######## block 1 ########
## src/rtl/noc_output_arbiter_if.sv

```systemverilog
// Router output-port link bundle: FIFO-side request/data/pop toward the inputs,
// registered flit link plus credit return toward the next hop.
interface noc_output_arbiter_if #(
    parameter int NUM_IN = 4,
    parameter int FLIT_W = 16
);
    logic [NUM_IN-1:0]        req_i;
    logic [NUM_IN*FLIT_W-1:0] data_i;
    logic [NUM_IN-1:0]        shift_o;
    logic [FLIT_W-1:0]        data_o;
    logic                     valid_o;
    logic                     credit_i;
    logic                     busy_o;
    logic                     credit_err_o;

    modport slave (
        input  req_i, data_i, credit_i,
        output shift_o, data_o, valid_o, busy_o, credit_err_o
    );

    modport master (
        output req_i, data_i, credit_i,
        input  shift_o, data_o, valid_o, busy_o, credit_err_o
    );
endinterface

```

## src/rtl/noc_output_arbiter.sv

```systemverilog
// Wormhole round-robin output arbiter: one arbitration cycle, then a pop per cycle with registered output.
// Latency: request -> shift next cycle -> valid_o the cycle after; transfers stall when the credit counter is 0.
module noc_output_arbiter #(
    parameter int NUM_IN  = 4,
    parameter int FLIT_W  = 16,
    parameter int CREDITS = 5
) (
    input  logic clk,
    input  logic rst,
    noc_output_arbiter_if.slave bus
);
    localparam int PTR_W    = $clog2(NUM_IN);
    localparam int CNT_W    = $clog2(CREDITS + 1);
    localparam int HEAD_BIT = 15;
    localparam int TAIL_BIT = 14;

    typedef enum logic {IDLE, LOCKED} state_t;

    state_t             state_q, state_d;
    logic [PTR_W-1:0]   rr_ptr_q, rr_ptr_d;
    logic [PTR_W-1:0]   grant_q, grant_d;
    logic [CNT_W-1:0]   credits_q, credits_d;
    logic [FLIT_W-1:0]  data_q, data_d;
    logic               valid_q, valid_d;
    logic               err_q, err_d;

    logic [NUM_IN-1:0]  eligible;
    logic [NUM_IN-1:0]  shift;
    logic [FLIT_W-1:0]  grant_flit;
    logic               grant_req;
    logic               found;
    logic [PTR_W-1:0]   pick;
    int                 idx;
    logic               xfer;

    // Only head flits may open a packet; stray body/tail requests are never served.
    always_comb begin
        eligible = '0;
        for (int k = 0; k < NUM_IN; k++) begin
            eligible[k] = bus.req_i[k] & bus.data_i[k*FLIT_W + HEAD_BIT];
        end
    end

    always_comb begin
        found = 1'b0;
        pick  = '0;
        idx   = 0;
        for (int i = 0; i < NUM_IN; i++) begin
            idx = int'(rr_ptr_q) + i;
            if (idx >= NUM_IN) begin
                idx = idx - NUM_IN;
            end
            if (!found && eligible[idx]) begin
                found = 1'b1;
                pick  = PTR_W'(idx);
            end
        end
    end

    always_comb begin
        grant_flit = '0;
        grant_req  = 1'b0;
        for (int k = 0; k < NUM_IN; k++) begin
            if (grant_q == PTR_W'(k)) begin
                grant_flit = bus.data_i[k*FLIT_W +: FLIT_W];
                grant_req  = bus.req_i[k];
            end
        end
    end

    always_comb begin
        state_d   = state_q;
        rr_ptr_d  = rr_ptr_q;
        grant_d   = grant_q;
        credits_d = credits_q;
        data_d    = data_q;
        valid_d   = 1'b0;
        err_d     = err_q;
        shift     = '0;
        xfer      = 1'b0;

        case (state_q)
            IDLE: begin
                if (found) begin
                    grant_d = pick;
                    state_d = LOCKED;
                end
            end
            LOCKED: begin
                if (grant_req && (credits_q != '0)) begin
                    xfer    = 1'b1;
                    shift   = NUM_IN'(1) << grant_q;
                    data_d  = grant_flit;
                    valid_d = 1'b1;
                    // Only the tail bit releases the lock; a mid-packet head is plain data.
                    if (grant_flit[TAIL_BIT]) begin
                        state_d  = IDLE;
                        rr_ptr_d = (grant_q == PTR_W'(NUM_IN - 1)) ? '0 : grant_q + 1'b1;
                    end
                end
            end
            default: state_d = IDLE;
        endcase

        if (xfer && !bus.credit_i) begin
            credits_d = credits_q - 1'b1;
        end else if (!xfer && bus.credit_i) begin
            if (credits_q == CNT_W'(CREDITS)) begin
                err_d = 1'b1;
            end else begin
                credits_d = credits_q + 1'b1;
            end
        end
    end

    always_ff @(posedge clk or posedge rst) begin
        if (rst) begin
            state_q   <= IDLE;
            rr_ptr_q  <= '0;
            grant_q   <= '0;
            credits_q <= CNT_W'(CREDITS);
            data_q    <= '0;
            valid_q   <= 1'b0;
            err_q     <= 1'b0;
        end else begin
            state_q   <= state_d;
            rr_ptr_q  <= rr_ptr_d;
            grant_q   <= grant_d;
            credits_q <= credits_d;
            data_q    <= data_d;
            valid_q   <= valid_d;
            err_q     <= err_d;
        end
    end

    assign bus.shift_o      = shift;
    assign bus.data_o       = data_q;
    assign bus.valid_o      = valid_q;
    assign bus.busy_o       = (state_q == LOCKED);
    assign bus.credit_err_o = err_q;
endmodule

```

## src/flat_wrapper.sv

```systemverilog
// flat-port wrapper written by rule: the top's interface ports become plain ports
module noc_output_arbiter_flat 
#(
    parameter int NUM_IN  = 4,
    parameter int FLIT_W  = 16,
    parameter int CREDITS = 5
)
  (clk, rst, bus_req_i, bus_data_i, bus_credit_i, bus_shift_o, bus_data_o, bus_valid_o, bus_busy_o, bus_credit_err_o);
  noc_output_arbiter_if #(.NUM_IN(NUM_IN), .FLIT_W(FLIT_W)) bus_i ();
  input  logic clk;
  input  logic rst;
  input wire logic [$bits(bus_i.req_i)-1:0] bus_req_i;
  input wire logic [$bits(bus_i.data_i)-1:0] bus_data_i;
  input wire logic [$bits(bus_i.credit_i)-1:0] bus_credit_i;
  output wire logic [$bits(bus_i.shift_o)-1:0] bus_shift_o;
  output wire logic [$bits(bus_i.data_o)-1:0] bus_data_o;
  output wire logic [$bits(bus_i.valid_o)-1:0] bus_valid_o;
  output wire logic [$bits(bus_i.busy_o)-1:0] bus_busy_o;
  output wire logic [$bits(bus_i.credit_err_o)-1:0] bus_credit_err_o;
  assign bus_i.req_i = bus_req_i;
  assign bus_i.data_i = bus_data_i;
  assign bus_i.credit_i = bus_credit_i;
  assign bus_shift_o = bus_i.shift_o;
  assign bus_data_o = bus_i.data_o;
  assign bus_valid_o = bus_i.valid_o;
  assign bus_busy_o = bus_i.busy_o;
  assign bus_credit_err_o = bus_i.credit_err_o;
  noc_output_arbiter #(.NUM_IN(NUM_IN), .FLIT_W(FLIT_W), .CREDITS(CREDITS)) u_core (.clk(clk), .rst(rst), .bus(bus_i));
endmodule
```

## config.mk

```make
export PLATFORM = sky130hd
export DESIGN_NAME = noc_output_arbiter_flat
export DESIGN_NICKNAME = d
export VERILOG_FILES = /design/src/rtl/noc_output_arbiter_if.sv /design/src/rtl/noc_output_arbiter.sv /design/src/flat_wrapper.sv
export SDC_FILE = /design/constraint.sdc
export NUM_CORES = 1
export LEC_CHECK = 0
export CAP_MARGIN = 5
export CORE_MARGIN = 10
export CORE_UTILIZATION = 43
export DETAILED_ROUTE_END_ITERATION = 8
export HOLD_SLACK_MARGIN = 0.03
export PLACE_DENSITY = 0.93
export SLEW_MARGIN = 40
export SYNTH_ARGS = -nofsm -noshare
export SYNTH_HDL_FRONTEND = slang
export SYNTH_SLANG_ARGS = --single-unit
```

## constraint.sdc

```tcl
create_clock -name clk -period 7.45 [get_ports clk]
set_input_delay 1.8625 -clock clk [delete_from_list [all_inputs] [get_ports clk]]
set_output_delay 1.8625 -clock clk [all_outputs]
set_load 0.1 [all_outputs]
```

Figure 1. Routed clock nets over the placement (block 1).
The bar under the picture is 20 um long.
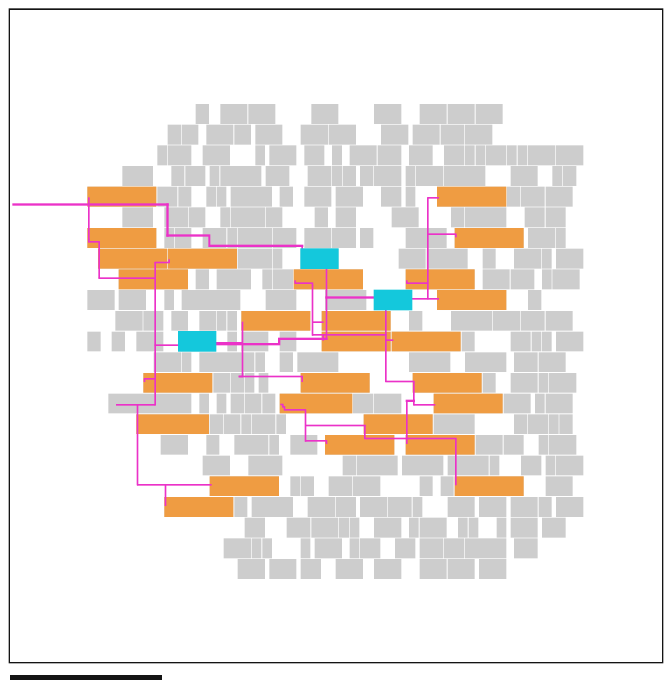
[orange] flip-flops | count: 26
[magenta] clock wires | length: 298 um
[cyan] clock drivers | count: 3
routed clock nets	4

==> results_tabular.tex <==
% Implementation results table
\begin{tabular}{lr}
\hline
Metric & Value \\
\hline
\multicolumn{2}{l}{\textbf{Outcome}} \\
\quad Outcome & completed \\
\multicolumn{2}{l}{\textbf{Worst setup path}} \\
\quad Maximum fanout along the worst path & 20 \\
\quad Kind of capture point of the worst setup path & primary output \\
\quad End of the worst register-to-register path & u\_core.credits\_q[2] \\
\quad Largest stage delay, worst path & 0.52 ns \\
\quad Cell with the largest stage delay on the worst path & clkdlybuf4s50\_1 \\
\quad Buffers and inverters on the worst path & 2 \\
\quad Top Family by Delay on Critical Path & buffers and inverters \\
\quad Reg-to-reg slack, setup & 4.13 ns \\
\multicolumn{2}{l}{\textbf{Logic synthesis}} \\
\quad Count of mapped cells out of synthesis & 190 \\
\quad XOR/XNOR share of the synthesized area & 0.471\% \\
\quad Proportion of register bits with asynchronous set or reset after synthesis & 100\% \\
\quad Total cell area reported by yosys after synthesis & 0.00186 mm\^{}2 \\
\multicolumn{2}{l}{\textbf{Floorplan}} \\
\quad Chip Width & approximately 86 um \\
\quad Die H & about 86 um \\
\multicolumn{2}{l}{\textbf{Cells and area}} \\
\quad Utilization of the core after routing & 67.0\% \\
\quad Sequential cell area share & 23.9\% \\
\quad Repair and plain buffers & 94 \\
\quad Final Instance Area & around 0.0027 mm\^{}2 \\
\multicolumn{2}{l}{\textbf{Power}} \\
\quad Clock Power & 0.000116 W \\
\quad Register share of total power & 17.7\% \\
\quad Power attributed to sequential cells & between 0.0002 and 0.0003 W \\
\quad Share of total power consumed by net switching & 56.1\% \\
\quad Comb pwr share & 74.6\% \\
\quad Leakage power & 1.21 nW \\
\quad Clock share of power & 7.7\% \\
\multicolumn{2}{l}{\textbf{Drt}} \\
\quad Total wire length & $\sim$6.1 mm \\
\quad Met1 wire length & 2.58 mm \\
\quad DR vias & 1799 \\
\quad Via count normalized by instance count & $\sim$5.5 \\
\multicolumn{2}{l}{\textbf{Placed design}} \\
\quad Placed Instances & 322 \\
\multicolumn{2}{l}{\textbf{Timing}} \\
\quad Layout Skew & 0.00612 ns \\
\quad Transition time at the pin with the least slew margin & between 0.7 and 0.8 ns \\
\quad Min Hold Slack & about 0.47 ns \\
\quad Total count of hold-check failures in the final report & 0 \\
\multicolumn{2}{l}{\textbf{Job}} \\
\quad OpenROAD warnings & 30 \\
\multicolumn{2}{l}{\textbf{Clock network}} \\
\quad Hold bufs inserted after CTS & 0 \\
\quad Total CTS buffers & 3 \\
\multicolumn{2}{l}{\textbf{Global route}} \\
\quad Overall global routing resource usage & between 10\% and 20\% \\
\quad Met3 global-route usage & 3.97\% \\
\multicolumn{2}{l}{\textbf{Min path}} \\
\quad Hold crit path type & register to register \\
\hline
\end{tabular}
Figure 2. Metal layers overlaid (block 1).
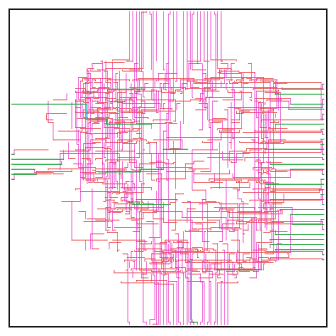
color	layer	wire length
magenta	metal 2	3090 um
cyan	metal 4	21.1 um
red	metal 1	2580 um
green	metal 3	381 um


######## block 2 ########
### config.mk
export PLATFORM = sky130hd
export DESIGN_NAME = riscv_test_monitor_flat
export DESIGN_NICKNAME = d
export VERILOG_FILES = /design/src/rtl/riscv_test_pkg.sv /design/src/rtl/riscv_test_monitor_if.sv /design/src/rtl/sat_counter.sv /design/src/rtl/riscv_test_monitor.sv /design/src/flat_wrapper.sv
export SDC_FILE = /design/constraint.sdc
export NUM_CORES = 1
export LEC_CHECK = 0
export CAP_MARGIN = 30
export CORE_MARGIN = 1.5
export CORE_UTILIZATION = 25
export CTS_CLUSTER_DIAMETER = 100
export DETAILED_ROUTE_END_ITERATION = 10
export PLACE_DENSITY = 0.43
export SETUP_SLACK_MARGIN = 0.2
export SYNTH_ARGS = -nofsm -noshare
export SYNTH_HDL_FRONTEND = slang
export SYNTH_SLANG_ARGS = --single-unit
export TNS_END_PERCENT = 5
### constraint.sdc
create_clock -name clk -period 5.85 [get_ports clk]
set_clock_uncertainty 0.05 [all_clocks]
set_input_delay 1.17 -clock clk [delete_from_list [all_inputs] [get_ports clk]]
set_output_delay 1.17 -clock clk [all_outputs]
set_load 0.03 [all_outputs]
### src/rtl/riscv_test_pkg.sv
`default_nettype none
// ============================================================================
// Package     : riscv_test_pkg
// Description : Shared types and constants for the riscv-tests monitor:
//               run-sequencer state encoding, verdict encoding and the
//               tohost mailbox decode rule.
// Revision    : 1.0 - initial release
// ============================================================================
package riscv_test_pkg;

  // Run sequencer states
  typedef enum logic [1:0] {
    IDLE = 2'd0,
    HOLD = 2'd1,
    RUN  = 2'd2,
    DONE = 2'd3
  } state_e;

  // Verdict produced by one RUN cycle
  typedef enum logic [2:0] {
    VERDICT_NONE    = 3'd0,
    VERDICT_PASS    = 3'd1,
    VERDICT_FAIL    = 3'd2,
    VERDICT_HANG    = 3'd3,
    VERDICT_TIMEOUT = 3'd4
  } verdict_e;

  // tohost value written by the riscv-tests pass macro
  localparam int unsigned TOHOST_PASS = 1;

  // riscv-tests tohost rule: bit 0 set means "test result" (1 = pass,
  // any other odd value = fail with TESTNUM in the upper bits); bit 0 clear
  // with a nonzero value is a syscall request and does not end the test.
  function automatic verdict_e tohost_decode(input logic is_pass_value,
                                             input logic wdata_lsb);
    if (is_pass_value) begin
      return VERDICT_PASS;
    end else if (wdata_lsb) begin
      return VERDICT_FAIL;
    end else begin
      return VERDICT_NONE;
    end
  endfunction

endpackage
`default_nettype wire

### src/rtl/riscv_test_monitor_if.sv
`default_nettype none
// ============================================================================
// Interface   : riscv_test_monitor_if
// Description : Signals between the Core under test and the test monitor.
//   core_rst   monitor -> core  active-high core reset
//   mem_we     core -> monitor  data-memory write enable
//   mem_addr   core -> monitor  data-memory write byte address
//   mem_wdata  core -> monitor  data-memory write data
//   pc         core -> monitor  current program counter
//   retire     core -> monitor  one instruction retired this cycle
//   Modports: master = Core side, slave = monitor side.
// Revision    : 1.0 - initial release
// ============================================================================
interface riscv_test_monitor_if #(
  parameter int unsigned ADDR_W = 32,
  parameter int unsigned DATA_W = 32
);
  logic              core_rst;
  logic              mem_we;
  logic [ADDR_W-1:0] mem_addr;
  logic [DATA_W-1:0] mem_wdata;
  logic [ADDR_W-1:0] pc;
  logic              retire;

  modport master (
    output mem_we, mem_addr, mem_wdata, pc, retire,
    input  core_rst
  );

  modport slave (
    input  mem_we, mem_addr, mem_wdata, pc, retire,
    output core_rst
  );
endinterface
`default_nettype wire

### src/rtl/sat_counter.sv
`default_nettype none
// ============================================================================
// Module      : sat_counter
// Description : Up-counter that sticks at all-ones. Clear wins over enable.
//   clk    in   clock
//   rst_n  in   asynchronous active-low reset (count -> 0)
//   clr_i  in   synchronous clear to 0
//   en_i   in   count enable
//   cnt_o  out  current count (registered)
// Revision    : 1.0 - initial release
// ============================================================================
module sat_counter #(
  parameter int unsigned WIDTH = 32
) (
  input  logic             clk,
  input  logic             rst_n,
  input  logic             clr_i,
  input  logic             en_i,
  output logic [WIDTH-1:0] cnt_o
);

  logic [WIDTH-1:0] cnt_q;
  logic [WIDTH-1:0] cnt_d;

  always_comb begin
    cnt_d = cnt_q;
    if (clr_i) begin
      cnt_d = '0;
    end else if (en_i && (cnt_q != '1)) begin
      cnt_d = cnt_q + 1'b1;
    end
  end

  always_ff @(posedge clk or negedge rst_n) begin
    if (!rst_n) begin
      cnt_q <= '0;
    end else begin
      cnt_q <= cnt_d;
    end
  end

  assign cnt_o = cnt_q;

endmodule
`default_nettype wire

### src/rtl/riscv_test_monitor.sv
`default_nettype none
// ============================================================================
// Module      : riscv_test_monitor
// Description : riscv-tests harness companion. Sequences Core reset, snoops
//               data-memory writes for the tohost mailbox and latches a
//               pass / fail / hang / timeout verdict with cycle and retired
//               instruction counts.
//   clk        in   clock
//   rst        in   asynchronous active-low reset
//   start      in   begin a run (accepted in IDLE or DONE)
//   core_if    slave modport: core_rst out, mem_we/mem_addr/mem_wdata/pc/
//              retire in
//   done       out  verdict valid, held until next start or reset
//   pass       out  tohost == 1 received
//   fail       out  odd tohost != 1 received
//   fail_code  out  failing tohost value >> 1 (TESTNUM)
//   hang       out  pc stalled for HANG_CYCLES cycles
//   timeout    out  RUN lasted TIMEOUT_CYCLES cycles
//   cycles     out  RUN cycles elapsed, saturating
//   retired    out  retire pulses seen in RUN, saturating
// Revision    : 1.0 - initial release
// ============================================================================
module riscv_test_monitor
  import riscv_test_pkg::*;
#(
  parameter int unsigned       ADDR_W         = 32,
  parameter int unsigned       DATA_W         = 32,
  parameter int unsigned       CNT_W          = 32,
  parameter logic [ADDR_W-1:0] TOHOST_ADDR    = 32'h0000_1000,
  parameter int unsigned       RESET_CYCLES   = 4,
  parameter int unsigned       TIMEOUT_CYCLES = 5000,
  parameter int unsigned       HANG_CYCLES    = 64
) (
  input  logic                 clk,
  input  logic                 rst,
  input  logic                 start,
  riscv_test_monitor_if.slave  core_if,
  output logic                 done,
  output logic                 pass,
  output logic                 fail,
  output logic [DATA_W-2:0]    fail_code,
  output logic                 hang,
  output logic                 timeout,
  output logic [CNT_W-1:0]     cycles,
  output logic [CNT_W-1:0]     retired
);

  // Hold counter runs 0 .. RESET_CYCLES-1 while in HOLD
  localparam int unsigned       HOLD_W       = (RESET_CYCLES > 1) ? $clog2(RESET_CYCLES) : 1;
  localparam logic [HOLD_W-1:0] HOLD_LAST    = HOLD_W'(RESET_CYCLES - 1);
  // Verdicts fire in the cycle whose closing edge makes the count reach the limit
  localparam logic [CNT_W-1:0]  TIMEOUT_LAST = CNT_W'(TIMEOUT_CYCLES - 1);
  localparam logic [CNT_W-1:0]  HANG_LAST    = CNT_W'(HANG_CYCLES - 1);

  // --------------------------------------------------------------------------
  // Elaboration-time parameter checks
  // --------------------------------------------------------------------------
  if (RESET_CYCLES < 1) begin : g_chk_reset_cycles
    $error("riscv_test_monitor: RESET_CYCLES must be at least 1");
  end
  if ((64'(TIMEOUT_CYCLES) >> CNT_W) != 64'd0) begin : g_chk_timeout_fit
    $error("riscv_test_monitor: TIMEOUT_CYCLES does not fit in CNT_W bits");
  end
  if ((64'(HANG_CYCLES) >> CNT_W) != 64'd0) begin : g_chk_hang_fit
    $error("riscv_test_monitor: HANG_CYCLES does not fit in CNT_W bits");
  end
  if (DATA_W < 2) begin : g_chk_data_w
    $error("riscv_test_monitor: DATA_W must be at least 2");
  end

  // --------------------------------------------------------------------------
  // Registered state and outputs
  // --------------------------------------------------------------------------
  state_e            state_q;
  logic              core_rst_q;
  logic              done_q;
  logic              pass_q;
  logic              fail_q;
  logic              hang_q;
  logic              timeout_q;
  logic [DATA_W-2:0] fail_code_q;
  logic [ADDR_W-1:0] pc_prev_q;
  logic              first_run_q;   // high during the first RUN cycle only

  // --------------------------------------------------------------------------
  // Control decode
  // --------------------------------------------------------------------------
  logic w_start_ok;
  logic w_in_run;
  logic w_in_hold;
  logic w_pc_changed;

  assign w_start_ok   = start && ((state_q == IDLE) || (state_q == DONE));
  assign w_in_run     = (state_q == RUN);
  assign w_in_hold    = (state_q == HOLD);
  // pc_prev_q is stale on entry to RUN, so the first RUN cycle is forced to
  // look like a change and the stall count starts from zero.
  assign w_pc_changed = first_run_q || (core_if.pc != pc_prev_q);

  // --------------------------------------------------------------------------
  // Counters
  // --------------------------------------------------------------------------
  logic [CNT_W-1:0]  w_cycle_cnt;
  logic [CNT_W-1:0]  w_retire_cnt;
  logic [CNT_W-1:0]  w_stall_cnt;
  logic [HOLD_W-1:0] w_hold_cnt;

  sat_counter #(.WIDTH(CNT_W)) u_cycle_cnt (
    .clk   (clk),
    .rst_n (rst),
    .clr_i (w_start_ok),
    .en_i  (w_in_run),
    .cnt_o (w_cycle_cnt)
  );

  sat_counter #(.WIDTH(CNT_W)) u_retire_cnt (
    .clk   (clk),
    .rst_n (rst),
    .clr_i (w_start_ok),
    .en_i  (w_in_run && core_if.retire),
    .cnt_o (w_retire_cnt)
  );

  // Counts consecutive cycles whose pc equals the previous cycle's pc
  sat_counter #(.WIDTH(CNT_W)) u_stall_cnt (
    .clk   (clk),
    .rst_n (rst),
    .clr_i (w_start_ok || (w_in_run && w_pc_changed)),
    .en_i  (w_in_run && !w_pc_changed),
    .cnt_o (w_stall_cnt)
  );

  sat_counter #(.WIDTH(HOLD_W)) u_hold_cnt (
    .clk   (clk),
    .rst_n (rst),
    .clr_i (w_start_ok),
    .en_i  (w_in_hold),
    .cnt_o (w_hold_cnt)
  );

  // --------------------------------------------------------------------------
  // Verdict detection (only consumed in RUN)
  // --------------------------------------------------------------------------
  logic     w_tohost;
  verdict_e w_tohost_verdict;
  logic     w_hang_hit;
  logic     w_timeout_hit;
  verdict_e w_verdict;

  assign w_tohost = core_if.mem_we
                 && (core_if.mem_addr == TOHOST_ADDR)
                 && (core_if.mem_wdata != '0);

  assign w_tohost_verdict = w_tohost
      ? tohost_decode(core_if.mem_wdata == DATA_W'(TOHOST_PASS), core_if.mem_wdata[0])
      : VERDICT_NONE;

  assign w_hang_hit    = (HANG_CYCLES != 0) && !w_pc_changed && (w_stall_cnt == HANG_LAST);
  assign w_timeout_hit = (TIMEOUT_CYCLES != 0) && (w_cycle_cnt == TIMEOUT_LAST);

  // tohost result outranks hang, which outranks timeout
  always_comb begin
    w_verdict = VERDICT_NONE;
    if (w_tohost_verdict != VERDICT_NONE) begin
      w_verdict = w_tohost_verdict;
    end else if (w_hang_hit) begin
      w_verdict = VERDICT_HANG;
    end else if (w_timeout_hit) begin
      w_verdict = VERDICT_TIMEOUT;
    end
  end

  // --------------------------------------------------------------------------
  // Run sequencer
  // --------------------------------------------------------------------------
  always_ff @(posedge clk or negedge rst) begin
    if (!rst) begin
      state_q     <= IDLE;
      core_rst_q  <= 1'b1;
      done_q      <= 1'b0;
      pass_q      <= 1'b0;
      fail_q      <= 1'b0;
      hang_q      <= 1'b0;
      timeout_q   <= 1'b0;
      fail_code_q <= '0;
      pc_prev_q   <= '0;
      first_run_q <= 1'b0;
    end else begin
      case (state_q)
        IDLE, DONE: begin
          if (start) begin
            state_q     <= HOLD;
            core_rst_q  <= 1'b1;
            done_q      <= 1'b0;
            pass_q      <= 1'b0;
            fail_q      <= 1'b0;
            hang_q      <= 1'b0;
            timeout_q   <= 1'b0;
            fail_code_q <= '0;
          end
        end

        HOLD: begin
          if (w_hold_cnt == HOLD_LAST) begin
            state_q     <= RUN;
            core_rst_q  <= 1'b0;
            first_run_q <= 1'b1;
          end
        end

        RUN: begin
          first_run_q <= 1'b0;
          pc_prev_q   <= core_if.pc;
          if (w_verdict != VERDICT_NONE) begin
            state_q    <= DONE;
            core_rst_q <= 1'b1;
            done_q     <= 1'b1;
            case (w_verdict)
              VERDICT_PASS: pass_q <= 1'b1;
              VERDICT_FAIL: begin
                fail_q      <= 1'b1;
                fail_code_q <= core_if.mem_wdata[DATA_W-1:1];
              end
              VERDICT_HANG:    hang_q    <= 1'b1;
              VERDICT_TIMEOUT: timeout_q <= 1'b1;
              default: ;
            endcase
          end
        end

        default: state_q <= IDLE;
      endcase
    end
  end

  // --------------------------------------------------------------------------
  // Outputs
  // --------------------------------------------------------------------------
  assign core_if.core_rst = core_rst_q;
  assign done             = done_q;
  assign pass             = pass_q;
  assign fail             = fail_q;
  assign hang             = hang_q;
  assign timeout          = timeout_q;
  assign fail_code        = fail_code_q;
  assign cycles           = w_cycle_cnt;
  assign retired          = w_retire_cnt;

endmodule
`default_nettype wire
### src/flat_wrapper.sv
// flat-port wrapper written by rule: the top's interface ports become plain ports
module riscv_test_monitor_flat import riscv_test_pkg::*;
#(
  parameter int unsigned       ADDR_W         = 32,
  parameter int unsigned       DATA_W         = 32,
  parameter int unsigned       CNT_W          = 32,
  parameter logic [ADDR_W-1:0] TOHOST_ADDR    = 32'h0000_1000,
  parameter int unsigned       RESET_CYCLES   = 4,
  parameter int unsigned       TIMEOUT_CYCLES = 5000,
  parameter int unsigned       HANG_CYCLES    = 64
)
  (clk, rst, start, done, pass, fail, fail_code, hang, timeout, cycles, retired, core_if_mem_we, core_if_mem_addr, core_if_mem_wdata, core_if_pc, core_if_retire, core_if_core_rst);
  riscv_test_monitor_if #(.ADDR_W(ADDR_W), .DATA_W(DATA_W)) core_if_i ();
  input  logic clk;
  input  logic rst;
  input  logic start;
  output logic done;
  output logic pass;
  output logic fail;
  output logic [DATA_W-2:0] fail_code;
  output logic hang;
  output logic timeout;
  output logic [CNT_W-1:0] cycles;
  output logic [CNT_W-1:0] retired;
  input wire logic [$bits(core_if_i.mem_we)-1:0] core_if_mem_we;
  input wire logic [$bits(core_if_i.mem_addr)-1:0] core_if_mem_addr;
  input wire logic [$bits(core_if_i.mem_wdata)-1:0] core_if_mem_wdata;
  input wire logic [$bits(core_if_i.pc)-1:0] core_if_pc;
  input wire logic [$bits(core_if_i.retire)-1:0] core_if_retire;
  output wire logic [$bits(core_if_i.core_rst)-1:0] core_if_core_rst;
  assign core_if_i.mem_we = core_if_mem_we;
  assign core_if_i.mem_addr = core_if_mem_addr;
  assign core_if_i.mem_wdata = core_if_mem_wdata;
  assign core_if_i.pc = core_if_pc;
  assign core_if_i.retire = core_if_retire;
  assign core_if_core_rst = core_if_i.core_rst;
  riscv_test_monitor #(.ADDR_W(ADDR_W), .DATA_W(DATA_W), .CNT_W(CNT_W), .TOHOST_ADDR(TOHOST_ADDR), .RESET_CYCLES(RESET_CYCLES), .TIMEOUT_CYCLES(TIMEOUT_CYCLES), .HANG_CYCLES(HANG_CYCLES)) u_core (.clk(clk), .rst(rst), .start(start), .core_if(core_if_i), .done(done), .pass(pass), .fail(fail), .fail_code(fail_code), .hang(hang), .timeout(timeout), .cycles(cycles), .retired(retired));
endmodule
Figure 3. Pin map (block 2).
Pins as bars across the die edge, other pins in gray.
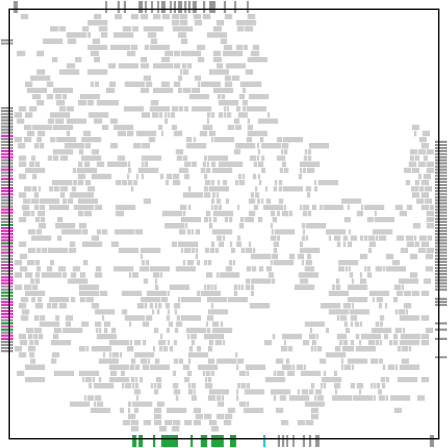
color	port	pins	direction	edge
cyan	core_if_retire	1	input	south
green	cycles	32	output	26 south, 6 west
magenta	fail_code	31	output	west

Figure 4. Routed clock nets over the placement (block 2).
The bar under the picture is 50 um long.
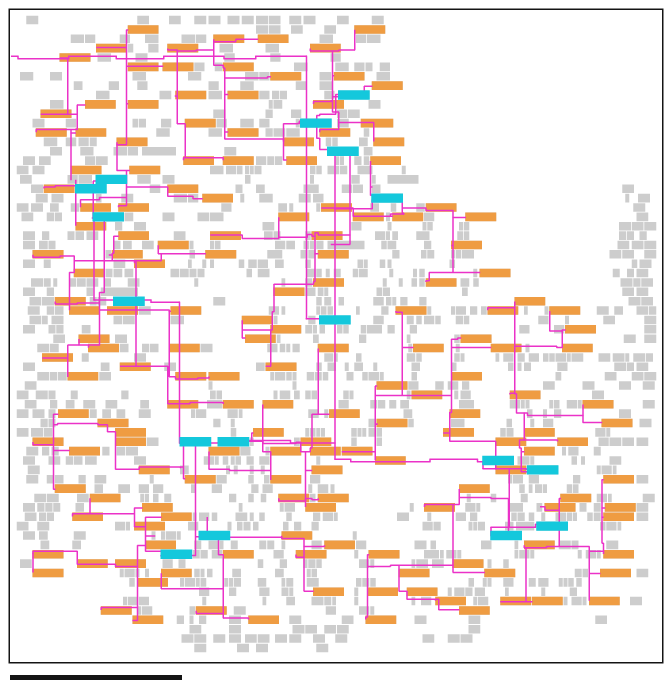
[cyan] clock drivers | count: 17
[orange] flip-flops | count: 170
[magenta] clock wires | length: 2680 um
flops lie	widely spread
routed clock nets	18

==> results_tabular.tex <==
% Implementation results table
\begin{tabular}{lr}
\hline
Metric & Value \\
\hline
\multicolumn{2}{l}{\textbf{Outcome}} \\
\quad Outcome & completed \\
\multicolumn{2}{l}{\textbf{Worst setup path}} \\
\quad Kind of capture point of the worst setup path & register \\
\quad Launch point of the worst reg-to-reg path & u\_core.state\_q[0] \\
\quad Setup crit start kind & input port \\
\quad Count of cells along the worst register-to-register path & 8 \\
\multicolumn{2}{l}{\textbf{Drt}} \\
\quad Via count normalized by instance count & 4.70 \\
\quad Total length of routed met3 wires & 2.08 mm \\
\quad Total wire length & approximately 25 mm \\
\multicolumn{2}{l}{\textbf{Timing}} \\
\quad Total count of hold-check failures in the final report & 0 \\
\quad Headroom to the max-slew limit & between 30\% and 40\% \\
\quad Final number of setup-violating endpoints & 0 \\
\quad Min Tclk post-route & $\sim$3.7 ns \\
\quad Timing-limited maximum frequency & between 200 and 300 MHz \\
\multicolumn{2}{l}{\textbf{Power}} \\
\quad Leakage power & 5.04 nW \\
\quad Power attributed to sequential cells & 0.00150 W \\
\quad Top power group & registers \\
\multicolumn{2}{l}{\textbf{Global route}} \\
\quad Overall global routing resource usage & 14.1\% \\
\quad Met3 global-route usage & under 10\% \\
\multicolumn{2}{l}{\textbf{Logic synthesis}} \\
\quad Most area-consuming cells after synthesis & dfrtp\_1 (49\%), xnor2\_1 (5.3\%), xor2\_1 (5.1\%) \\
\quad Total cell area reported by yosys after synthesis & 0.00867 mm\^{}2 \\
\quad Proportion of register bits with asynchronous set or reset after synthesis & 100\% \\
\quad Synthesized-area fraction occupied by adder cells & less than 1\% \\
\quad Most used standard cell by instance count after synthesis & dfrtp\_1 \\
\multicolumn{2}{l}{\textbf{Min path}} \\
\quad Hold crit path type & register to register \\
\multicolumn{2}{l}{\textbf{Cells and area}} \\
\quad Combinational share of cell area & 35.9\% \\
\quad Commonest cells after routing, fill and taps aside & clkdlybuf4s50\_1 (200), dfrtp\_1 (169), nor2\_1 (99), nand2\_1 (62), xnor2\_1 (52) \\
\quad Most instantiated logic cell after routing & clkdlybuf4s50\_1 \\
\quad NonClk Buf Share & between 10\% and 20\% \\
\multicolumn{2}{l}{\textbf{Placed design}} \\
\quad Worst slack at placement & 1.53 ns \\
\quad Final weighted congestion in routability-driven placement & 0.745 \\
\multicolumn{2}{l}{\textbf{Clock network}} \\
\quad Clock-pin transition on the worst setup and hold timing paths & 0.07 ns \\
\quad Max H-tree Level & 4 \\
\hline
\end{tabular}

######## block 3 ########
### config.mk
export PLATFORM = sky130hd
export DESIGN_NAME = cacheline_adapter
export DESIGN_NICKNAME = d
export VERILOG_FILES = /design/src/rtl/cacheline_adapter.sv
export SDC_FILE = /design/constraint.sdc
export NUM_CORES = 1
export LEC_CHECK = 0
export ABC_AREA = 1
export CAP_MARGIN = 30
export CORE_AREA = 5 5 277 279
export DETAILED_ROUTE_END_ITERATION = 12
export DIE_AREA = 0 0 282 284
export PLACE_DENSITY = 0.67
export SLEW_MARGIN = 0
export SYNTH_ARGS = -nofsm -noshare
export SYNTH_HDL_FRONTEND = slang
export SYNTH_SLANG_ARGS = --single-unit
### constraint.sdc
create_clock -name clk -period 2.8 [get_ports clk]
set_clock_uncertainty 0.05 [all_clocks]
set_input_delay 0.28 -clock clk [delete_from_list [all_inputs] [get_ports clk]]
set_output_delay 0.28 -clock clk [all_outputs]
set_load 0.02 [all_outputs]
### src/rtl/cacheline_adapter.sv
// Adapts a single-request LINE_W-bit cache line port to a BEATS-beat BURST_W-bit memory burst.
// Optional performance counters are built when CACHELINE_ADAPTER_PERF_EN is defined.
module cacheline_adapter #(
  parameter int unsigned LINE_W  = 256,
  parameter int unsigned BURST_W = 64
) (
  input  logic               clk,
  input  logic               rst,
  input  logic [31:0]        line_address_i,
  input  logic               line_read_i,
  input  logic               line_write_i,
  input  logic [LINE_W-1:0]  line_wdata_i,
  output logic [LINE_W-1:0]  line_rdata_o,
  output logic               line_resp_o,
  output logic [31:0]        mem_address_o,
  output logic               mem_read_o,
  output logic               mem_write_o,
  output logic [BURST_W-1:0] mem_wdata_o,
  input  logic [BURST_W-1:0] mem_rdata_i,
  input  logic               mem_resp_i
`ifdef CACHELINE_ADAPTER_PERF_EN
  ,
  output logic [31:0]        perf_fills_o,
  output logic [31:0]        perf_wbs_o,
  output logic [31:0]        perf_wait_o
`endif
);

  localparam int unsigned BEATS = LINE_W / BURST_W;
  localparam int unsigned CW    = (BEATS > 1) ? $clog2(BEATS) : 1;
  localparam logic [31:0] ADDR_MASK = ~(32'(LINE_W / 8) - 32'd1);

  typedef enum logic [1:0] {IDLE, READ, WRITE, DONE} state_t;

  state_t            state, state_d;
  logic [CW-1:0]     cnt;
  logic [LINE_W-1:0] wbuf;
  logic [31:0]       base;
  logic              accept, beat, last;

  assign last = (cnt == CW'(BEATS - 1));
  assign base = 32'(cnt) * BURST_W;

  // Write beat is selected straight from the latched line by the beat counter.
  assign mem_wdata_o = (state == WRITE) ? wbuf[base +: BURST_W] : '0;

  always_ff @(posedge clk or negedge rst) begin
    if (!rst) state <= IDLE;
    else      state <= state_d;
  end

  always_comb begin
    state_d = state;
    accept  = 1'b0;
    beat    = 1'b0;
    case (state)
      IDLE: begin
        if (line_write_i) begin
          state_d = WRITE;
          accept  = 1'b1;
        end else if (line_read_i) begin
          state_d = READ;
          accept  = 1'b1;
        end
      end
      READ, WRITE: begin
        if (mem_resp_i) begin
          beat = 1'b1;
          if (last) state_d = DONE;
        end
      end
      DONE:    state_d = IDLE;
      default: state_d = IDLE;
    endcase
  end

  // Handshake outputs are registered from the next state so they align with it.
  always_ff @(posedge clk or negedge rst) begin
    if (!rst) begin
      cnt           <= '0;
      line_resp_o   <= 1'b0;
      mem_read_o    <= 1'b0;
      mem_write_o   <= 1'b0;
      mem_address_o <= '0;
      wbuf          <= '0;
      line_rdata_o  <= '0;
    end else begin
      line_resp_o <= (state_d == DONE);
      mem_read_o  <= (state_d == READ);
      mem_write_o <= (state_d == WRITE);
      if (accept) begin
        mem_address_o <= line_address_i & ADDR_MASK;
        wbuf          <= line_wdata_i;
        cnt           <= '0;
      end else if (beat) begin
        cnt <= last ? '0 : cnt + CW'(1);
        if (state == READ) line_rdata_o[base +: BURST_W] <= mem_rdata_i;
      end
    end
  end

`ifdef CACHELINE_ADAPTER_PERF_EN
  logic is_wb;

  // Saturating burst and stall counters.
  always_ff @(posedge clk or negedge rst) begin
    if (!rst) begin
      is_wb        <= 1'b0;
      perf_fills_o <= '0;
      perf_wbs_o   <= '0;
      perf_wait_o  <= '0;
    end else begin
      if (accept) is_wb <= (state_d == WRITE);
      if (state == DONE && !is_wb && perf_fills_o != '1) perf_fills_o <= perf_fills_o + 32'd1;
      if (state == DONE && is_wb && perf_wbs_o != '1)    perf_wbs_o   <= perf_wbs_o + 32'd1;
      if ((state == READ || state == WRITE) && !mem_resp_i && perf_wait_o != '1)
        perf_wait_o <= perf_wait_o + 32'd1;
    end
  end
`endif

endmodule

Figure 5. Pin map (block 3).
Pins as bars across the die edge, other pins in gray.
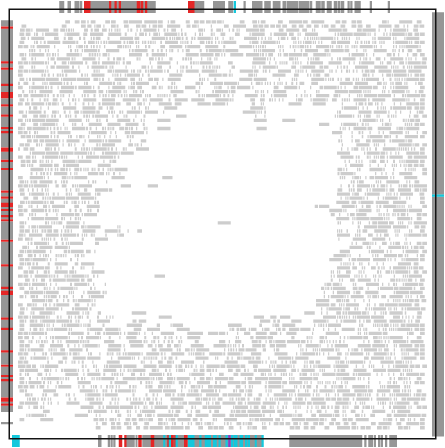
color	port	pins	direction	edge
cyan	line_address_i	32	input	30 south, 1 north, 1 east
purple	mem_resp_i	1	input	south
red	mem_wdata_o	64	output	36 west, 15 north, 13 south
all pins by edge	207 east, 192 west, 174 south, 139 north

==> results_tabular.tex <==
% Implementation results table
\begin{tabular}{lr}
\hline
Metric & Value \\
\hline
\multicolumn{2}{l}{\textbf{Outcome}} \\
\quad Outcome & completed \\
\multicolumn{2}{l}{\textbf{Logic synthesis}} \\
\quad Synth Seq Share & 55.0\% \\
\quad Cell type with the highest aggregate area in the netlist & dfrtp\_1 \\
\quad Synth Cell Area & 0.0249 mm\^{}2 \\
\quad Aoi share & 9.81\% \\
\quad Total cell area reported by yosys after synthesis & 0.0249 mm\^{}2 \\
\quad Main flop type after synthesis & dfrtp\_1 \\
\quad Proportion of register bits with asynchronous set or reset after synthesis & 100\% \\
\quad Synthesized-area fraction occupied by adder cells & less than 1\% \\
\quad Leading cell types by count after synthesis & nand2\_1 (1077), dfrtp\_1 (546), nor2\_1 (461), o21ai\_0 (414), inv\_1 (360) \\
\quad Synthesized-area fraction occupied by and/or/nand/nor cells & 25.8\% \\
\multicolumn{2}{l}{\textbf{Timing}} \\
\quad Timing-limited maximum frequency & 366 MHz \\
\quad Min Tclk post-route & 2.74 ns \\
\quad Final number of setup-violating endpoints & 0 \\
\quad Max Transition Viols Final & 0 \\
\quad Setup slack after layout & 0.0646 ns \\
\multicolumn{2}{l}{\textbf{Clock network}} \\
\quad Clock tree root driver cell & clkbuf\_16 \\
\quad Total CTS buffers & 60 \\
\multicolumn{2}{l}{\textbf{Drt}} \\
\quad Count of unresolved DRC violations after routing & 0 \\
\quad Highest metal layer used by the detailed router & met5 \\
\quad Tally of nets with antenna violations remaining after routing & 0 \\
\multicolumn{2}{l}{\textbf{Cells and area}} \\
\quad Most instantiated logic cell after routing & nand2\_1 \\
\quad Register cell area after layout & 0.0137 mm\^{}2 \\
\quad Registers with the highest flip-flop counts & line\_rdata\_o (256), wbuf (256), mem\_address\_o (27) \\
\quad Final Instance Area & 0.0351 mm\^{}2 \\
\quad Commonest cells after routing, fill and taps aside & nand2\_1 (1074), clkdlybuf4s50\_1 (636), dfrtp\_1 (544), nor2\_1 (461), o21ai\_0 (413) \\
\multicolumn{2}{l}{\textbf{Power}} \\
\quad Net Switching & 0.0129 W \\
\quad Comb pwr share & 39.3\% \\
\quad Top power group & combinational logic \\
\multicolumn{2}{l}{\textbf{Global route}} \\
\quad Number of antenna violations at the first check in global routing & 12 \\
\quad Most crowded layer after global routing & met2 \\
\quad Global-route wire length before repair & between 100 and 150 mm \\
\quad Overall global routing resource usage & 21.3\% \\
\quad Met1 GRT Util & 27.3\% \\
\multicolumn{2}{l}{\textbf{Worst setup path}} \\
\quad Reg-to-reg slack, setup & 0.35 ns \\
\quad Buffers and inverters on the worst path & 3 \\
\quad Top Family by Delay on Critical Path & AND-OR/OR-AND gates \\
\quad Class of the most critical setup path & register to primary output \\
\multicolumn{2}{l}{\textbf{Floorplan}} \\
\quad Standard-cell row count & 100 \\
\quad Die Footprint & 0.0801 mm\^{}2 \\
\multicolumn{2}{l}{\textbf{Placed design}} \\
\quad Worst slack at placement & 0.242 ns \\
\hline
\end{tabular}

######## block 4 ########
Figure 6. Cell outlines without signal wires (block 4).
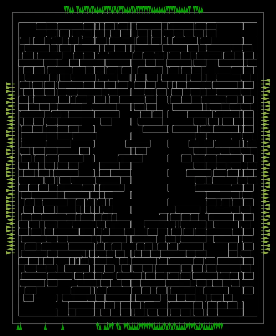
Figure 7. Metal layers overlaid (block 4).
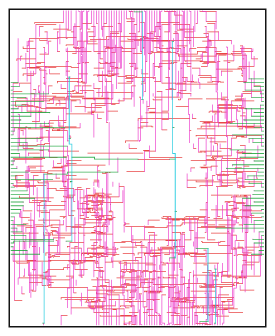
$ cat src/rtl/dmem_bridge.sv
// rtl/dmem_bridge.sv - single-cycle core data port to req/ack data memory bridge
module dmem_bridge #(
    parameter int                ADDR_W   = 32,
    parameter int                DATA_W   = 32,
    parameter int                TIMEOUT  = 16,
    parameter logic [DATA_W-1:0] ERR_DATA = DATA_W'(32'hDEAD_BEEF)
) (
    input  logic              clk,
    input  logic              rst,
    input  logic              core_ce,
    input  logic              core_we,
    input  logic [ADDR_W-1:0] core_addr,
    input  logic [DATA_W-1:0] core_wdata,
    output logic [DATA_W-1:0] core_rdata,
    output logic              stall_o,
    output logic              bus_err,
    output logic              mem_req,
    output logic              mem_we,
    output logic [ADDR_W-1:0] mem_addr,
    output logic [DATA_W-1:0] mem_wdata,
    input  logic              mem_ack,
    input  logic [DATA_W-1:0] mem_rdata
);

    localparam int               CNT_W   = (TIMEOUT > 2) ? $clog2(TIMEOUT) : 1;
    localparam logic [CNT_W-1:0] CNT_MAX = CNT_W'(TIMEOUT - 1);

    typedef enum logic [1:0] {
        IDLE = 2'd0,
        REQ  = 2'd1,
        DONE = 2'd2
    } state_t;

    state_t           state;
    logic [CNT_W-1:0] cnt;
    logic             core_access;
    logic             unused_addr_bits;

    // Memory is word addressed; the byte offset bits are dropped.
    assign unused_addr_bits = ^core_addr[1:0];
    assign core_access      = core_ce | core_we;

    // Stall must rise in the same cycle the core presents the access, so it
    // cannot wait for the registered state; reset forces it low regardless.
    assign stall_o = rst & ((state == REQ) | ((state == IDLE) & core_access));

    always_ff @(posedge clk or negedge rst) begin
        if (!rst) begin
            state      <= IDLE;
            cnt        <= '0;
            mem_req    <= 1'b0;
            mem_we     <= 1'b0;
            mem_addr   <= '0;
            mem_wdata  <= '0;
            core_rdata <= '0;
            bus_err    <= 1'b0;
        end else begin
            bus_err <= 1'b0;
            case (state)
                IDLE: begin
                    if (core_access) begin
                        mem_req   <= 1'b1;
                        mem_we    <= core_we;
                        mem_addr  <= {core_addr[ADDR_W-1:2], 2'b00};
                        mem_wdata <= core_wdata;
                        cnt       <= '0;
                        state     <= REQ;
                    end
                end
                REQ: begin
                    // An ack landing on the final timeout cycle still completes normally.
                    if (mem_ack) begin
                        mem_req <= 1'b0;
                        if (!mem_we) begin
                            core_rdata <= mem_rdata;
                        end
                        state <= DONE;
                    end else if (cnt == CNT_MAX) begin
                        mem_req <= 1'b0;
                        bus_err <= 1'b1;
                        if (!mem_we) begin
                            core_rdata <= ERR_DATA;
                        end
                        state <= DONE;
                    end else begin
                        cnt <= cnt + 1'b1;
                    end
                end
                DONE: begin
                    state <= IDLE;
                end
                default: begin
                    state <= IDLE;
                end
            endcase
        end
    end

endmodule

$ cat config.mk
export PLATFORM = sky130hd
export DESIGN_NAME = dmem_bridge
export DESIGN_NICKNAME = d
export VERILOG_FILES = /design/src/rtl/dmem_bridge.sv
export SDC_FILE = /design/constraint.sdc
export NUM_CORES = 1
export LEC_CHECK = 0
export CORE_ASPECT_RATIO = 1.25
export CORE_MARGIN = 2
export CORE_UTILIZATION = 40
export DETAILED_ROUTE_END_ITERATION = 8
export PLACE_DENSITY = 0.8
export SYNTH_ARGS = -nofsm -noshare
export SYNTH_HDL_FRONTEND = slang
export SYNTH_SLANG_ARGS = --single-unit
$ cat constraint.sdc
create_clock -name clk -period 2.1 [get_ports clk]
set_input_delay 0.42 -clock clk [delete_from_list [all_inputs] [get_ports clk]]
set_output_delay 0.42 -clock clk [all_outputs]
set_load 0.05 [all_outputs]
==> results_tabular.tex <==
% Implementation results table
\begin{tabular}{lr}
\hline
Metric & Value \\
\hline
\multicolumn{2}{l}{\textbf{Outcome}} \\
\quad Outcome & completed \\
\multicolumn{2}{l}{\textbf{Power}} \\
\quad Net Switching & 0.00575 W \\
\quad Overall power of the completed layout & 0.0124 W \\
\quad Top power group & combinational logic \\
\quad Register share of total power & between 20 and 30\% \\
\quad Leakage power & 2.60 nW \\
\multicolumn{2}{l}{\textbf{Global route}} \\
\quad Met3 global-route usage & roughly 4.3\% \\
\quad Most crowded layer after global routing & met2 \\
\multicolumn{2}{l}{\textbf{Drt}} \\
\quad DR vias & 2846 \\
\quad Highest metal layer used by the detailed router & met4 \\
\quad Total length of routed met3 wires & 621 um \\
\quad Tally of nets with antenna violations remaining after routing & 0 \\
\quad Violation count after the first detailed-routing iteration & 112 \\
\multicolumn{2}{l}{\textbf{Logic synthesis}} \\
\quad Synth Cell Area & 0.00396 mm\^{}2 \\
\quad Multiplexer share of the synthesized area & $\sim$18\% \\
\quad Main combinational cell family by area after synthesis & multiplexers \\
\quad Unique cell type count in the Yosys netlist & 36 \\
\quad Yosys Warn Count & 0 \\
\quad Proportion of register bits with asynchronous set or reset after synthesis & 100\% \\
\quad Number of enable-type register cells in the synthesized netlist & 0 \\
\quad Aoi share & 9.48\% \\
\multicolumn{2}{l}{\textbf{Timing}} \\
\quad Layout Skew & 0.00702 ns \\
\quad Setup slack after layout & 0.0601 ns \\
\quad Final number of setup-violating endpoints & 0 \\
\quad Headroom to the max-slew limit & about 63\% \\
\multicolumn{2}{l}{\textbf{Floorplan}} \\
\quad Die H & 115 um \\
\multicolumn{2}{l}{\textbf{Min path}} \\
\quad Hold crit path type & input port to async pin \\
\multicolumn{2}{l}{\textbf{Cells and area}} \\
\quad Sequential cell area share & around two fifths \\
\quad Most instantiated logic cell after routing & clkdlybuf4s50\_1 \\
\quad Multi-input gate area in the final layout & about 0.0012 mm\^{}2 \\
\multicolumn{2}{l}{\textbf{Worst setup path}} \\
\quad Setup crit start kind & register \\
\quad Largest stage delay, worst path & around 0.85 ns \\
\multicolumn{2}{l}{\textbf{Clock network}} \\
\quad Total CTS buffers & 9 \\
\quad Hold bufs inserted after CTS & 0 \\
\quad Number of post-CTS setup repair buffers & 0 \\
\multicolumn{2}{l}{\textbf{Placed design}} \\
\quad Worst slack at placement & 0.0950 ns \\
\hline
\end{tabular}
Notes on Figure 6 above:
registers: 103
utilization of the core after routing: 65.9%

Notes on Figure 7 above:
color	layer	wire length
green	metal 3	622 um
magenta	metal 2	5070 um
cyan	metal 4	273 um
red	metal 1	3580 um


######## block 5 ########
--- src/rtl/instr_fetch_queue.sv ---
// instr_fetch_queue: owns the fetch PC, issues in-order imem requests, buffers PC-tagged instructions, flushes on redirect
module instr_fetch_queue #(
    parameter logic [31:0] RESET_PC = 32'h0000_0000,
    parameter int          DEPTH    = 4
) (
    input  logic        clock,
    input  logic        reset,
    input  logic        redirect_valid,
    input  logic [31:0] redirect_pc,
    output logic        imem_req_valid,
    input  logic        imem_req_ready,
    output logic [31:0] imem_req_addr,
    input  logic        imem_rsp_valid,
    input  logic [31:0] imem_rsp_data,
    output logic        inst_valid,
    input  logic        inst_ready,
    output logic [31:0] inst_data,
    output logic [31:0] inst_pc
);
    localparam int AW = $clog2(DEPTH);
    localparam int CW = $clog2(DEPTH + 1);
    localparam int DW = $clog2(2 * DEPTH + 1);
    localparam int SW = DW + 1;
    localparam logic [DW-1:0] DROP_MAX = DW'(2 * DEPTH);

    logic [31:0]   fetch_pc;
    logic [31:0]   q_data [DEPTH];
    logic [31:0]   q_pc [DEPTH];
    logic [31:0]   pend_pc [DEPTH];
    logic [AW-1:0] q_head, q_tail, p_head, p_tail;
    logic [CW-1:0] count, inflight;
    logic [DW-1:0] drop, drop_next;
    logic [SW-1:0] used, total;
    logic          accept, rsp_take, pop;

    // Credit covers queued, in-flight and still-to-be-dropped responses so a response always finds a free slot
    always_comb begin
        used           = SW'(count) + SW'(inflight) + SW'(drop);
        imem_req_valid = !reset && !redirect_valid && (used < SW'(DEPTH));
        imem_req_addr  = fetch_pc;
        accept         = imem_req_valid && imem_req_ready;
        rsp_take       = imem_rsp_valid && (drop == '0);
        inst_valid     = count != '0;
        pop            = inst_valid && inst_ready;
        inst_data      = inst_valid ? q_data[q_head] : '0;
        inst_pc        = inst_valid ? q_pc[q_head] : '0;
        total          = SW'(drop) + SW'(inflight) - SW'(imem_rsp_valid);
        drop_next      = (total > SW'(2 * DEPTH)) ? DROP_MAX : total[DW-1:0];
    end

    // Control state: fetch PC, pointers and counters; redirect clears everything and converts in-flight work to drops
    always_ff @(posedge clock) begin
        if (reset) begin
            fetch_pc <= RESET_PC;
            q_head   <= '0;
            q_tail   <= '0;
            p_head   <= '0;
            p_tail   <= '0;
            count    <= '0;
            inflight <= '0;
            drop     <= '0;
        end else if (redirect_valid) begin
            fetch_pc <= redirect_pc & ~32'h3;
            q_head   <= '0;
            q_tail   <= '0;
            p_head   <= '0;
            p_tail   <= '0;
            count    <= '0;
            inflight <= '0;
            drop     <= drop_next;
        end else begin
            if (accept) begin
                fetch_pc <= fetch_pc + 32'd4;
                p_tail   <= p_tail + AW'(1);
            end
            if (rsp_take) begin
                p_head <= p_head + AW'(1);
                q_tail <= q_tail + AW'(1);
            end
            if (pop) q_head <= q_head + AW'(1);
            count    <= count + CW'(rsp_take) - CW'(pop);
            inflight <= inflight + CW'(accept) - CW'(rsp_take);
            if (imem_rsp_valid && drop != '0) drop <= drop - DW'(1);
        end
    end

    // Storage for pending request PCs and the PC-tagged instruction queue; stale writes are harmless after a flush
    always_ff @(posedge clock) begin
        if (accept) pend_pc[p_tail] <= fetch_pc;
        if (rsp_take) begin
            q_data[q_tail] <= imem_rsp_data;
            q_pc[q_tail]   <= pend_pc[p_head];
        end
    end
endmodule

--- config.mk ---
export PLATFORM = sky130hd
export DESIGN_NAME = instr_fetch_queue
export DESIGN_NICKNAME = d
export VERILOG_FILES = /design/src/rtl/instr_fetch_queue.sv
export SDC_FILE = /design/constraint.sdc
export NUM_CORES = 1
export LEC_CHECK = 0
export ABC_AREA = 1
export CAP_MARGIN = 0
export CORE_AREA = 2 2 247 249
export CTS_CLUSTER_DIAMETER = 80
export DETAILED_ROUTE_END_ITERATION = 10
export DIE_AREA = 0 0 249 251
export GPL_TIMING_DRIVEN = 0
export PLACE_DENSITY_LB_ADDON = 0.3
export SLEW_MARGIN = 10
export SYNTH_ARGS = -nofsm -noshare
export SYNTH_HDL_FRONTEND = slang
export SYNTH_SLANG_ARGS = --single-unit
--- constraint.sdc ---
create_clock -name clock -period 12.8 [get_ports clock]
set_input_delay 2.56 -clock clock [delete_from_list [all_inputs] [get_ports clock]]
set_output_delay 2.56 -clock clock [all_outputs]
set_load 0.1 [all_outputs]
Figure 8. Pin map (block 5).
Pins as bars across the die edge, other pins in gray.
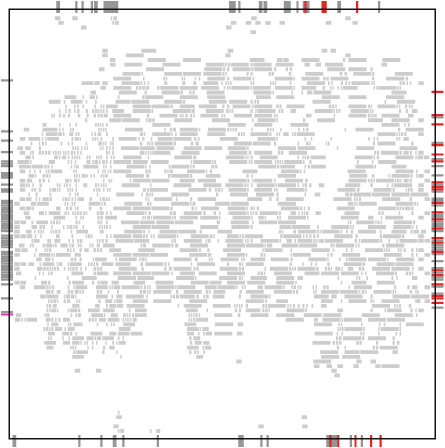
color	port	pins	direction	edge
red	inst_data	32	output	22 east, 5 north, 5 south
magenta	imem_req_valid	1	output	west
all pins by edge	51 east, 50 west, 41 north, 26 south

==> results_tabular.tex <==
% Implementation results table
\begin{tabular}{lr}
\hline
Metric & Value \\
\hline
\multicolumn{2}{l}{\textbf{Timing}} \\
\quad Final number of setup-violating endpoints & 0 \\
\quad Transition time at the pin with the least slew margin & around 1.1 ns \\
\quad Timing-limited maximum frequency & 130 MHz \\
\quad Final worst-path cycle share & 60.0\% \\
\multicolumn{2}{l}{\textbf{Logic synthesis}} \\
\quad Most area-consuming cells after synthesis & edfxtp\_1 (62\%), nor2\_1 (8.1\%), dfxtp\_1 (5.8\%) \\
\quad Main combinational cell family by area after synthesis & simple AND/OR/NAND/NOR gates \\
\quad Total cell area reported by yosys after synthesis & between 0.015 and 0.02 mm\^{}2 \\
\quad Unique cell type count in the Yosys netlist & 34 \\
\quad Synthesized-area fraction occupied by adder cells & roughly 2.4\% \\
\multicolumn{2}{l}{\textbf{Cells and area}} \\
\quad Area Overhead vs Synth & 23.7\% \\
\quad Final clock-cell share & 5.77\% \\
\quad NonClk Buf Share & 10.4\% \\
\quad Sequential cell area share & about 55\% \\
\multicolumn{2}{l}{\textbf{Drt}} \\
\quad Met1 wire length & 21.3 mm \\
\quad Violation count after the first detailed-routing iteration & around 910 \\
\quad Tally of nets with antenna violations remaining after routing & 0 \\
\quad DR vias & 12760 \\
\multicolumn{2}{l}{\textbf{Worst setup path}} \\
\quad Logic depth of the worst setup path including buffers & 7 \\
\quad CP cell instances & clkdlybuf4s50\_1 -> nor2\_4 -> inv\_2 -> nor3\_4 -> nand2\_1 -> inv\_1 -> clkdlybuf4s50\_1 \\
\quad End of the worst register-to-register path & inflight[2] \\
\multicolumn{2}{l}{\textbf{Power}} \\
\quad Overall power of the completed layout & about 0.0035 W \\
\multicolumn{2}{l}{\textbf{Job}} \\
\quad OpenROAD warnings & 35 \\
\multicolumn{2}{l}{\textbf{Outcome}} \\
\quad Outcome & completed \\
\multicolumn{2}{l}{\textbf{Global route}} \\
\quad Maximum number of pins on one net before global-route repair & 25 \\
\quad Number of antenna violations at the first check in global routing & 0 \\
\multicolumn{2}{l}{\textbf{Clock network}} \\
\quad \# clock sinks & 420 \\
\multicolumn{2}{l}{\textbf{Floorplan}} \\
\quad I/O Pins & 168 \\
\quad Chip Width & 249 um \\
\hline
\end{tabular}


==> gallery <==
Metal layers overlaid.
(a)
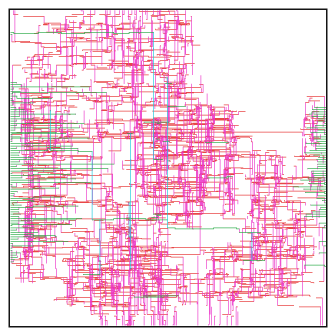
(b)
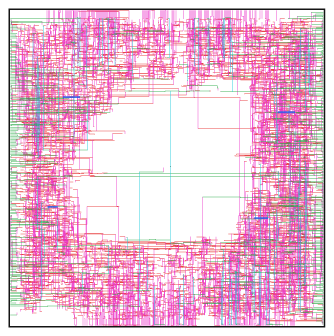
(c)
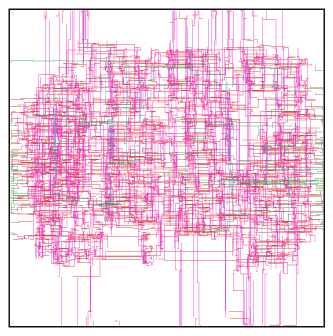
- least wire: (a)
- most wire: (b)
| from | picture |
|---|---|
| block 5 | (c) |
| block 3 | (b) |
| block 2 | (a) |

No activity file was given, so power comes from the tool's default toggle rates.
